==================== acc_dvd_arbiter
**acc_dvd_arbiter: met2 routing**

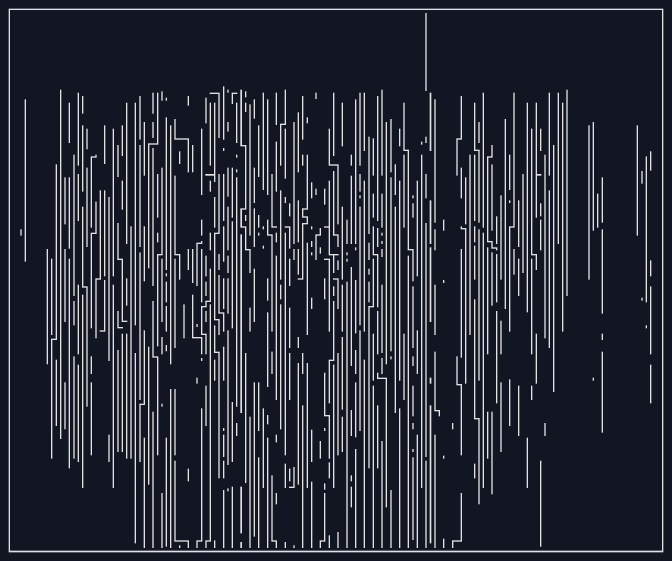

File: src/rtl/acc_arb_pkg.sv
// Shared types and defaults for the divider-accelerator arbiter.
package acc_arb_pkg;

   localparam int IN_BYTES_DEF  = 4;
   localparam int OUT_BYTES_DEF = 4;

   typedef enum logic [2:0] {
      ST_IDLE  = 3'd0,
      ST_CLR   = 3'd1,
      ST_LOAD  = 3'd2,
      ST_WAIT  = 3'd3,
      ST_DRAIN = 3'd4
   } state_t;

endpackage

File: src/rtl/rr_arb2.sv
// Two-way round-robin grant with a pointer that hands priority to the
// requester that was not just served.
module rr_arb2 (
   input  logic       clk_i,
   input  logic       rst_i,
   input  logic [1:0] req_i,
   input  logic       adv_i,
   input  logic       served_i,
   output logic [1:0] gnt_o
);

   logic ptr_q, ptr_d;

   always_comb begin
      ptr_d = ptr_q;
      if (adv_i) ptr_d = ~served_i;
   end

   always_ff @(posedge clk_i) begin
      if (rst_i) ptr_q <= 1'b0;
      else       ptr_q <= ptr_d;
   end

   // A lone request wins outright; the pointer only breaks ties.
   always_comb begin
      gnt_o = req_i;
      if (req_i == 2'b11) gnt_o = ptr_q ? 2'b10 : 2'b01;
   end

endmodule

File: src/rtl/acc_dvd_arbiter.sv
// Shares one byte-serial divider accelerator between two requesters:
// grant, clear the accelerator, stream operands in, wait, stream results out.
//
// state    | meaning
// ---------+-----------------------------------------------------------
// IDLE     | no owner; grant on any request
// CLR      | one-cycle accelerator reset for the new owner
// LOAD     | forward owner's operand bytes until IN_BYTES accepted
// WAIT     | accelerator computing; leave once its output buffer fills
// DRAIN    | forward owner's result pops until OUT_BYTES popped
module acc_dvd_arbiter
   import acc_arb_pkg::*;
#(
   parameter int IN_BYTES  = IN_BYTES_DEF,
   parameter int OUT_BYTES = OUT_BYTES_DEF
) (
   input  logic       clk,
   input  logic       Rst,
   input  logic [1:0] Req,
   output logic [1:0] Gnt,
   input  logic [1:0] StartData,
   input  logic [7:0] BusDataIn0,
   input  logic [7:0] BusDataIn1,
   input  logic [1:0] ReceiveData,
   output logic [1:0] ReadyToAccept,
   output logic [1:0] OutBuffFull,
   output logic [7:0] BusDataOut,
   input  logic       AccReadyToAccept,
   input  logic       AccOutBuffFull,
   input  logic [7:0] AccBusDataOut,
   output logic       AccRst,
   output logic       AccStartData,
   output logic       AccReceiveData,
   output logic [7:0] AccBusDataIn,
   output logic       Busy
);

   localparam int MAX_BYTES = (IN_BYTES > OUT_BYTES) ? IN_BYTES : OUT_BYTES;
   localparam int CW        = $clog2(MAX_BYTES) + 1;
   localparam logic [CW-1:0] IN_LAST  = CW'(IN_BYTES - 1);
   localparam logic [CW-1:0] OUT_LAST = CW'(OUT_BYTES - 1);

   state_t          state_q, state_d;
   logic [1:0]      gnt_q, gnt_d;
   logic [CW-1:0]   in_cnt_q, in_cnt_d;
   logic [CW-1:0]   out_cnt_q, out_cnt_d;
   logic [1:0]      arb_gnt;
   logic            arb_adv;
   logic            g;
   logic            acc_start;
   logic            acc_recv;
   logic            in_load;
   logic            in_drain;

   assign g = gnt_q[1];

   rr_arb2 u_rr_arb2 (
      .clk_i    (clk),
      .rst_i    (Rst),
      .req_i    (Req),
      .adv_i    (arb_adv),
      .served_i (g),
      .gnt_o    (arb_gnt)
   );

   always_comb begin
      state_d   = state_q;
      gnt_d     = gnt_q;
      in_cnt_d  = in_cnt_q;
      out_cnt_d = out_cnt_q;
      arb_adv   = 1'b0;
      acc_start = 1'b0;
      acc_recv  = 1'b0;
      case (state_q)
         ST_IDLE: begin
            if (|Req) begin
               gnt_d     = arb_gnt;
               in_cnt_d  = '0;
               out_cnt_d = '0;
               state_d   = ST_CLR;
            end
         end
         ST_CLR: state_d = ST_LOAD;
         ST_LOAD: begin
            acc_start = StartData[g] & AccReadyToAccept;
            if (acc_start) begin
               in_cnt_d = in_cnt_q + CW'(1);
               if (in_cnt_q == IN_LAST) state_d = ST_WAIT;
            end
         end
         ST_WAIT: begin
            if (AccOutBuffFull) state_d = ST_DRAIN;
         end
         ST_DRAIN: begin
            acc_recv = ReceiveData[g] & AccOutBuffFull;
            if (acc_recv) begin
               out_cnt_d = out_cnt_q + CW'(1);
               if (out_cnt_q == OUT_LAST) begin
                  gnt_d   = 2'b00;
                  arb_adv = 1'b1;
                  state_d = ST_IDLE;
               end
            end
         end
         default: state_d = ST_IDLE;
      endcase
      // Reset wins combinationally too, so no strobe leaks in the reset cycle.
      if (Rst) begin
         acc_start = 1'b0;
         acc_recv  = 1'b0;
         arb_adv   = 1'b0;
      end
   end

   always_ff @(posedge clk) begin
      if (Rst) begin
         state_q   <= ST_IDLE;
         gnt_q     <= 2'b00;
         in_cnt_q  <= '0;
         out_cnt_q <= '0;
      end else begin
         state_q   <= state_d;
         gnt_q     <= gnt_d;
         in_cnt_q  <= in_cnt_d;
         out_cnt_q <= out_cnt_d;
      end
   end

   assign in_load  = (state_q == ST_LOAD)  && !Rst;
   assign in_drain = (state_q == ST_DRAIN) && !Rst;

   assign Gnt            = gnt_q;
   assign Busy           = (state_q != ST_IDLE) && !Rst;
   assign AccRst         = Rst || (state_q == ST_CLR);
   assign AccStartData   = acc_start;
   assign AccReceiveData = acc_recv;
   assign AccBusDataIn   = in_load  ? (g ? BusDataIn1 : BusDataIn0) : 8'h00;
   assign BusDataOut     = in_drain ? AccBusDataOut : 8'h00;

   assign ReadyToAccept = in_load  ? (g ? {AccReadyToAccept, 1'b0} : {1'b0, AccReadyToAccept})
                                   : 2'b00;
   assign OutBuffFull   = in_drain ? (g ? {AccOutBuffFull, 1'b0}   : {1'b0, AccOutBuffFull})
                                   : 2'b00;

endmodule

File: config.mk
export PLATFORM = sky130hd
export DESIGN_NAME = acc_dvd_arbiter
export DESIGN_NICKNAME = d
export VERILOG_FILES = /design/src/rtl/acc_arb_pkg.sv /design/src/rtl/rr_arb2.sv /design/src/rtl/acc_dvd_arbiter.sv
export SDC_FILE = /design/constraint.sdc
export NUM_CORES = 1
export LEC_CHECK = 0
export CORE_ASPECT_RATIO = 0.8
export CORE_MARGIN = 5
export CORE_UTILIZATION = 37
export DETAILED_ROUTE_END_ITERATION = 8
export MAX_ROUTING_LAYER = met4
export PLACE_DENSITY = 0.85
export SLEW_MARGIN = 30
export SYNTH_ARGS = -nofsm -noshare
export SYNTH_HDL_FRONTEND = slang
export SYNTH_SLANG_ARGS = --single-unit
File: constraint.sdc
create_clock -name clk -period 1.88 [get_ports clk]
set_input_delay 0.47 -clock clk [delete_from_list [all_inputs] [get_ports clk]]
set_output_delay 0.47 -clock clk [all_outputs]
set_load 0.05 [all_outputs]
==================== gps_uart_rx
## config.mk

```make
export PLATFORM = sky130hd
export DESIGN_NAME = gps_uart_rx
export DESIGN_NICKNAME = d
export VERILOG_FILES = /design/src/rtl/gps_uart_rx.sv
export SDC_FILE = /design/constraint.sdc
export NUM_CORES = 1
export LEC_CHECK = 0
export CELL_PAD_IN_SITES_DETAIL_PLACEMENT = 0
export CELL_PAD_IN_SITES_GLOBAL_PLACEMENT = 1
export CORE_MARGIN = 2
export CORE_UTILIZATION = 48
export DETAILED_ROUTE_END_ITERATION = 6
export PLACE_DENSITY_LB_ADDON = 0.2
export SLEW_MARGIN = 40
export SYNTH_ARGS = -nofsm -noshare
export SYNTH_HDL_FRONTEND = slang
export SYNTH_SLANG_ARGS = --single-unit
```

## constraint.sdc

```tcl
create_clock -name clk -period 5.45 [get_ports clk]
set_input_delay 0.545 -clock clk [delete_from_list [all_inputs] [get_ports clk]]
set_output_delay 0.545 -clock clk [all_outputs]
set_load 0.01 [all_outputs]
```

## src/rtl/gps_uart_rx.sv

```systemverilog
// gps_uart_rx: 8N1 serial receiver for the GPS module's output.
// The raw line is double-synchronised. A mid-bit sampling FSM assembles
// each byte LSB first. Good bytes go to nmea_parse as a char/valid strobe.
// Bytes with a low stop bit are dropped, and frame_err pulses instead.
//
// Output handshake: valid is a one-cycle strobe with no ready. A byte is
// transferred on every cycle where valid is high, and char holds that byte
// from that cycle until the next strobe. The consumer must accept every
// strobe. frame_err is a one-cycle strobe that never coincides with valid.
// char does not change on a frame error.
module gps_uart_rx #(
  parameter int CLK_HZ = 50_000_000,
  parameter int BAUD   = 9600
) (
  input  logic       clk,
  input  logic       rst,
  input  logic       rx,
  output logic [7:0] char,
  output logic       valid,
  output logic       frame_err,
  output logic       busy,
  output logic [2:0] dbg_state
);

  localparam int CLKS_PER_BIT = CLK_HZ / BAUD;
  localparam int CNT_W        = (CLKS_PER_BIT > 1) ? $clog2(CLKS_PER_BIT) : 1;

  // Last count of a full bit period, and of half a bit (the start-bit centre).
  localparam logic [CNT_W-1:0] BIT_END  = CNT_W'(CLKS_PER_BIT - 1);
  localparam logic [CNT_W-1:0] HALF_END = CNT_W'(CLKS_PER_BIT / 2 - 1);

  // Fewer than 4 clocks per bit leaves no room to find the centre of a bit.
  generate
    if (CLKS_PER_BIT < 4) begin : g_bad_ratio
      $error("gps_uart_rx: CLK_HZ/BAUD must be at least 4");
    end
  endgenerate

  typedef enum logic [2:0] {
    IDLE    = 3'd0,
    START   = 3'd1,
    DATA    = 3'd2,
    STOP    = 3'd3,
    WAIT_HI = 3'd4
  } state_t;

  state_t           st;
  logic             rx_meta;
  logic             rs;
  logic [CNT_W-1:0] cnt;
  logic [2:0]       bit_idx;
  logic [7:0]       shift;

  assign dbg_state = st;

  // Two-flop synchroniser. Both flops reset to the idle (high) line level,
  // so leaving reset never looks like a start edge.
  always_ff @(posedge clk or negedge rst) begin
    if (!rst) begin
      rx_meta <= 1'b1;
      rs      <= 1'b1;
    end else begin
      rx_meta <= rx;
      rs      <= rx_meta;
    end
  end

  // Receive FSM. The strobes, char and busy are all registered here.
  always_ff @(posedge clk or negedge rst) begin
    if (!rst) begin
      st        <= IDLE;
      cnt       <= '0;
      bit_idx   <= 3'd0;
      shift     <= 8'h00;
      char      <= 8'h00;
      valid     <= 1'b0;
      frame_err <= 1'b0;
      busy      <= 1'b0;
    end else begin
      valid     <= 1'b0;
      frame_err <= 1'b0;
      unique case (st)
        IDLE: begin
          if (!rs) begin
            st   <= START;
            cnt  <= '0;
            busy <= 1'b1;
          end
        end
        START: begin
          if (cnt == HALF_END) begin
            cnt <= '0;
            if (!rs) begin
              st      <= DATA;
              bit_idx <= 3'd0;
            end else begin
              // The line went high again before mid-bit, so this was a glitch.
              st   <= IDLE;
              busy <= 1'b0;
            end
          end else begin
            cnt <= cnt + 1'b1;
          end
        end
        DATA: begin
          if (cnt == BIT_END) begin
            cnt            <= '0;
            shift[bit_idx] <= rs;
            if (bit_idx == 3'd7) begin
              st <= STOP;
            end else begin
              bit_idx <= bit_idx + 3'd1;
            end
          end else begin
            cnt <= cnt + 1'b1;
          end
        end
        STOP: begin
          if (cnt == BIT_END) begin
            cnt <= '0;
            if (rs) begin
              // Return to IDLE mid stop bit, so a start bit that follows
              // immediately is still caught.
              char  <= shift;
              valid <= 1'b1;
              st    <= IDLE;
              busy  <= 1'b0;
            end else begin
              frame_err <= 1'b1;
              st        <= WAIT_HI;
            end
          end else begin
            cnt <= cnt + 1'b1;
          end
        end
        WAIT_HI: begin
          // A held-low line (break) has to go high before another frame can start.
          if (rs) begin
            st   <= IDLE;
            busy <= 1'b0;
          end
        end
        default: begin
          st   <= IDLE;
          busy <= 1'b0;
        end
      endcase
    end
  end

endmodule
```

==================== alu_arbiter
==> src/rtl/alu_arbiter.sv <==
// alu_arbiter: round-robin sharing of one external ALU between two requesters
module alu_arbiter #(
  parameter int EXEC_CYCLES = 1
) (
  input  logic       clk,
  input  logic       rst,
  input  logic       req0_valid,
  output logic       req0_ready,
  input  logic [3:0] req0_a,
  input  logic [3:0] req0_b,
  input  logic [2:0] req0_op,
  input  logic       req1_valid,
  output logic       req1_ready,
  input  logic [3:0] req1_a,
  input  logic [3:0] req1_b,
  input  logic [2:0] req1_op,
  output logic [3:0] alu_a,
  output logic [3:0] alu_b,
  output logic [2:0] alu_opcode,
  input  logic [7:0] alu_result,
  input  logic       alu_carry,
  output logic       rsp_valid,
  input  logic       rsp_ready,
  output logic       rsp_id,
  output logic [7:0] rsp_result,
  output logic       rsp_carry,
  output logic       busy,
  output logic [7:0] op_count
);
  typedef enum logic [1:0] {IDLE, EXEC, RESP} state_t;
  state_t state, state_nx;
  logic rr, acc, done, fire;
  logic [3:0] cnt;
  // state register
  always_ff @(posedge clk or posedge rst)
    if (rst) state <= IDLE;
    else state <= state_nx;
  // grant, handshakes and next state; rr=1 means req1 wins a tie
  always_comb begin
    req0_ready = state == IDLE && req0_valid && (!req1_valid || !rr);
    req1_ready = state == IDLE && req1_valid && (!req0_valid || rr);
    acc = req0_ready || req1_ready;
    done = state == EXEC && cnt == 4'd0;
    fire = state == RESP && rsp_valid && rsp_ready;
    state_nx = state == IDLE ? (acc ? EXEC : IDLE) :
               state == EXEC ? (done ? RESP : EXEC) :
               (fire ? IDLE : RESP);
  end
  // operand latch, exec countdown, result capture and completion count
  always_ff @(posedge clk or posedge rst)
    if (rst) begin
      rr <= 1'b0;
      cnt <= 4'd0;
      alu_a <= 4'd0;
      alu_b <= 4'd0;
      alu_opcode <= 3'd0;
      rsp_valid <= 1'b0;
      rsp_id <= 1'b0;
      rsp_result <= 8'd0;
      rsp_carry <= 1'b0;
      op_count <= 8'd0;
    end else begin
      if (acc) begin
        alu_a <= req1_ready ? req1_a : req0_a;
        alu_b <= req1_ready ? req1_b : req0_b;
        alu_opcode <= req1_ready ? req1_op : req0_op;
        rsp_id <= req1_ready;
        rr <= !req1_ready;
        cnt <= 4'(EXEC_CYCLES - 1);
      end
      if (state == EXEC && !done) cnt <= cnt - 4'd1;
      if (done) begin
        rsp_result <= alu_result;
        rsp_carry <= alu_carry;
        rsp_valid <= 1'b1;
      end
      if (fire) begin
        rsp_valid <= 1'b0;
        op_count <= op_count + 8'd1;
      end
    end
  assign busy = state != IDLE;
endmodule

==> config.mk <==
export PLATFORM = sky130hd
export DESIGN_NAME = alu_arbiter
export DESIGN_NICKNAME = d
export VERILOG_FILES = /design/src/rtl/alu_arbiter.sv
export SDC_FILE = /design/constraint.sdc
export NUM_CORES = 1
export LEC_CHECK = 0
export CORE_AREA = 2 2 65 67
export CTS_CLUSTER_DIAMETER = 150
export CTS_CLUSTER_SIZE = 28
export DETAILED_ROUTE_END_ITERATION = 10
export DIE_AREA = 0 0 67 69
export PLACE_DENSITY = 0.78
export SETUP_SLACK_MARGIN = 0.5
export SLEW_MARGIN = 30
export SYNTH_ARGS = -nofsm -noshare
export SYNTH_HDL_FRONTEND = slang
export SYNTH_SLANG_ARGS = --single-unit
==> constraint.sdc <==
create_clock -name clk -period 2.05 [get_ports clk]
set_input_delay 0.205 -clock clk [delete_from_list [all_inputs] [get_ports clk]]
set_output_delay 0.205 -clock clk [all_outputs]
set_load 0.01 [all_outputs]

==> notes/layouts.md <==
Pictures saved along the way, in no particular order.

Signal wires by layer.
panel A
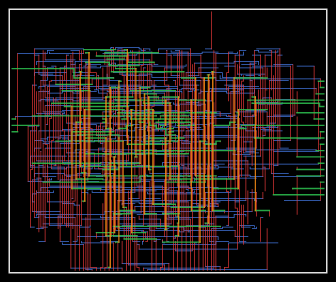
panel B
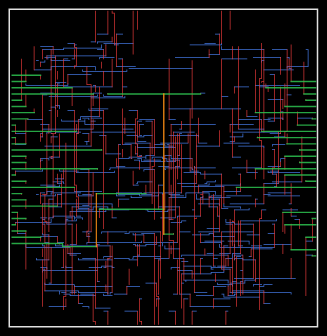
panel C
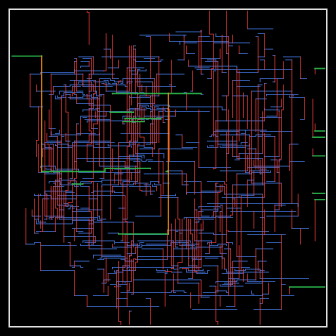
The one with the least wire is panel B.
The one with the most wire is panel A.
Panel B comes from alu_arbiter.
Panel C comes from gps_uart_rx.
Panel A comes from acc_dvd_arbiter.

**acc_dvd_arbiter: selected gate families**

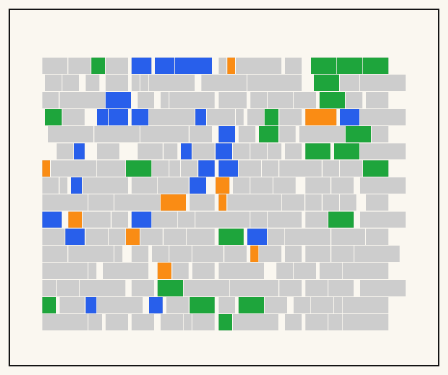
orange -> NAND gates  # cells 10
blue -> inverting AOI/OAI gates  # cells 23
green -> AND and OR gates  # cells 21, where spread over the die

## Picture notes: 'met2 routing' of acc_dvd_arbiter
main direction = vertical
nets with wire on the layer = 240
longest straight run = 36.4 µm
wire length on this layer = 3080 µm
share of all routed wire = 46%

==> impl_metrics.py, acc_dvd_arbiter <==
# Synthesis and PnR figures
metrics = {
    "pwr": {
        "power_leader": "combinational logic",
        "power_density_nw_per_um2": 838,
        "p_int_mw": 1.05,
        "ir_drop_mv": 0.667,
    },
    "finish": {
        "fin_cells": 247,
        "inverters_excl_clock": 8,
        "logic_gate_count": 95,
    },
    "final_timing": {
        "tightest_slew_ps": 480,
        "finalSetupViolCount": 30,
        "worst_slack_ps": -265,
        "fin_tns_setup_ps": -4270,
        "timing.slew.headroom_pct": 67.5,
    },
    "outcome": {
        "violations": "setup timing",
        "status": "complete, but fails checks",
    },
    "min_path": {
        "hp-start": "out_cnt_q[1]",
    },
    "critical_path": {
        "cp-end-kind": "output port",
    },
    "logic_synthesis": {
        "ys_area_um2": 1000,
        "yosysSeqAreaShare_pct": 24.0,
    },
    "placement": {
        "place_ws_ps": -483,
    },
    "routing": {
        "drt-met1-wl_mm": 2.24,
        "ant_nets": 0,
        "first_pass_iters": 5,
    },
}
[acc_dvd_arbiter: worst max path at each step]
stage / from / endpoint / slack (ps) / cells past startpoint
after CTS: state_q[2] / ReadyToAccept[1] / -190 / 5
after global placement: Rst / AccStartData / -440 / 5
after floorplan: state_q[2] / AccBusDataIn[0] / -300 / 5
final: state_q[2] / ReadyToAccept[1] / -270 / 5
after global routing: state_q[2] / AccStartData / -270 / 5
after detailed placement: Rst / ReadyToAccept[1] / -480 / 5
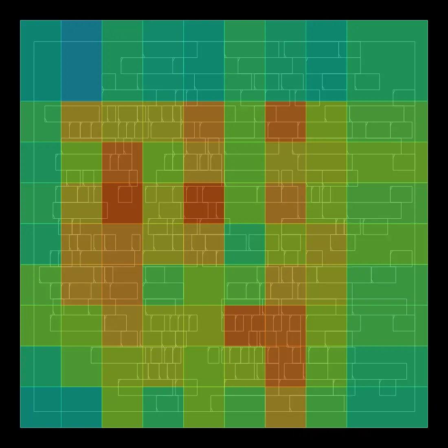
**Above:** gps_uart_rx (routing congestion).
Routed WL per cell: 15.5 µm
final design utilization: 57.1%

==> impl_metrics.py, gps_uart_rx <==
# Synthesis and PnR figures
metrics = {
    "grt": {
        "met3_usage_pct": 4.87,
        "gr-total-overflow": 0,
        "grt_pass1_wl_mm": 6.69,
        "grt.met2_usage_pct": 32.5,
    },
    "pwr": {
        "cellLeakagePower_nw": 1.04,
    },
    "outcome": {
        "status": "finished clean",
    },
    "finish": {
        "design_area_um2": 2300,
        "largest_reg_flops": 13,
        "reg_top3": "cnt (13), char (8), shift (8)",
    },
    "logic_synthesis": {
        "synthAoiAreaFrac_pct": 12.5,
        "yosysWarnings": 0,
        "synthMuxAreaShare_pct": 9.48,
        "synth.distinct_cells": 43,
    },
    "final_timing": {
        "worst_slack_ps": 3350,
        "fin_tns_setup_ps": 0,
    },
    "placement": {
        "place_inst": 244,
        "gp_congestion": 0.792,
    },
}
## gps_uart_rx: power by group
group	total [mW]	switching [mW]	internal (mW)	leakage (nW)
Combinational	0.00726	0.00584	0.00141	0.450
Clock	0.247	0.109	0.138	0.0548
Sequential	0.300	0.00187	0.298	0.532
## gps_uart_rx: layout make-up
type | count | area, µm² | area share, %
sequential | 40 | 1000 | 43.6
multi-input combinational | 132 | 941 | 40.9
timing repair buffer | 16 | 158 | 6.85
clock buffer | 5 | 68.8 | 2.99
tap | 50 | 62.6 | 2.72
clock inverter | 3 | 46.3 | 2.01
inverter | 6 | 22.5 | 0.978
**alu_arbiter: met2 routing**

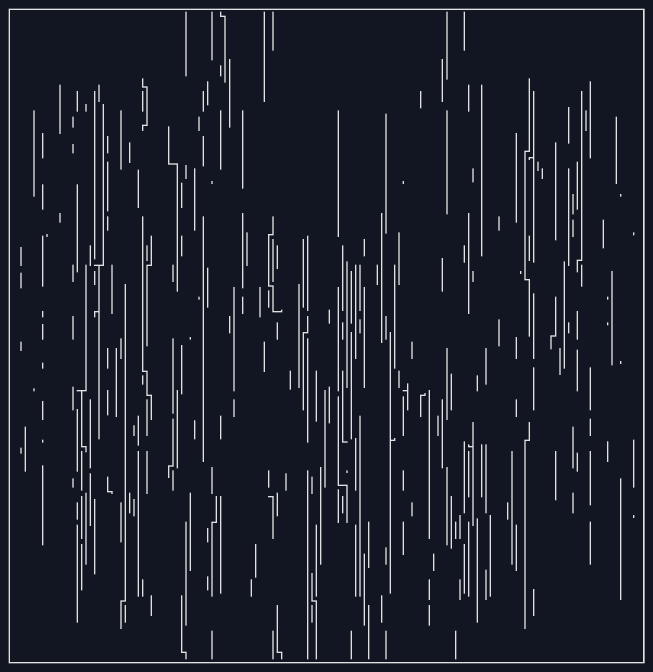
longest straight run = 33.5 µm
main direction = vertical
vias: 1313
met2 Use GR: 24.5%

==> impl_metrics.py, alu_arbiter <==
# Synthesis and PnR figures
metrics = {
    "clock_network": {
        "numCtsBuffers": 5,
        "htreeDepth": 2,
    },
    "logic_synthesis": {
        "synth.distinct_cells": 28,
        "synthMuxAreaShare_pct": 7.06,
        "ys_seq_elements": 37,
        "synth_cells": 144,
    },
    "final_timing": {
        "timing.slew.headroom_pct": 58.3,
        "holdWs_ps": 322,
        "finClkSkew_ps": 2.86,
    },
    "finish": {
        "seq_area_um2": 928,
        "area_delta_synth_final_pct": 56.6,
    },
    "routing": {
        "wirelength_mm": 3.39,
    },
    "outcome": {
        "status": "finished clean",
    },
    "placement": {
        "gp_congestion": 0.705,
        "place_inst": 263,
    },
    "critical_path": {
        "crit_path_start": "cnt[0]",
    },
    "pwr": {
        "powerComb_mw": 1.59,
    },
    "die": {
        "num_rows": 23,
    },
}
==> alu_arbiter: area by class of cell <==
cell class	instances	share of cell area (%)
clock buffers	6	2.91
clock inverters	2	0.401
inverters	7	1.05
multi-input cells	95	25.8
flip-flops and latches	37	37.2
well taps	50	2.51
repair buffers	79	30.1
==> alu_arbiter: routing by layer <==
layer	vias up	part of all wire [%]	track usage, %
met5	-	0	0
met4	0	1.2	4.76
met3	5	11	7.83
met2	57	46	24.5
met1	599	42	17.8
li1	652	-	-


==> layout pictures side by side <==
Placement density heat map.
picture 1
The die is cut into 7 by 6 equal tiles; white is low, dark blue is high, 0 to 100% covered.
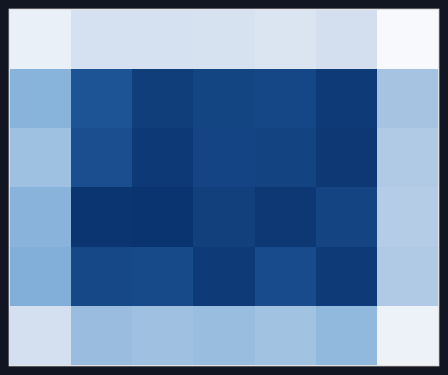
picture 2
The die is cut into 7 by 7 equal tiles; white is low, dark blue is high, 0 to 100% covered.
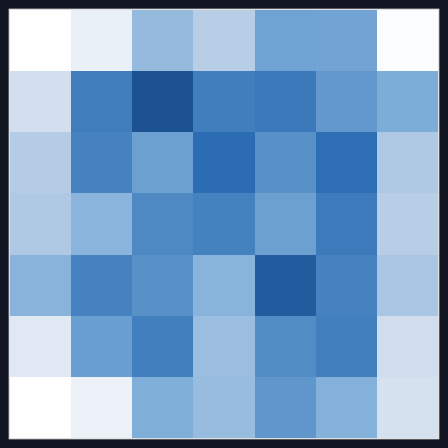
picture 3
The die is cut into 7 by 7 equal tiles; white is low, dark blue is high, 0 to 100% covered.
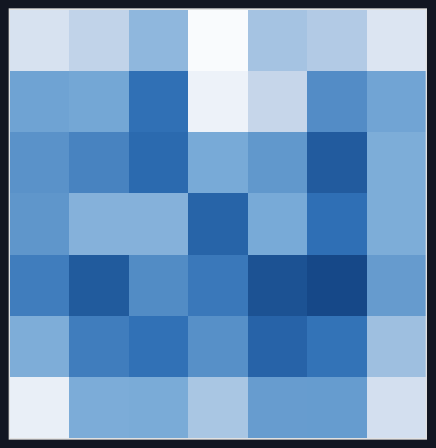
acc_dvd_arbiter -> picture 1
alu_arbiter -> picture 3
gps_uart_rx -> picture 2
- highest utilization: picture 1

Key to picture 2:
tiles over 75% full = 8.2%
nearly empty tiles = 6.1%
fullest tile = 87%

No activity file was given, so power comes from the tool's default toggle rates.
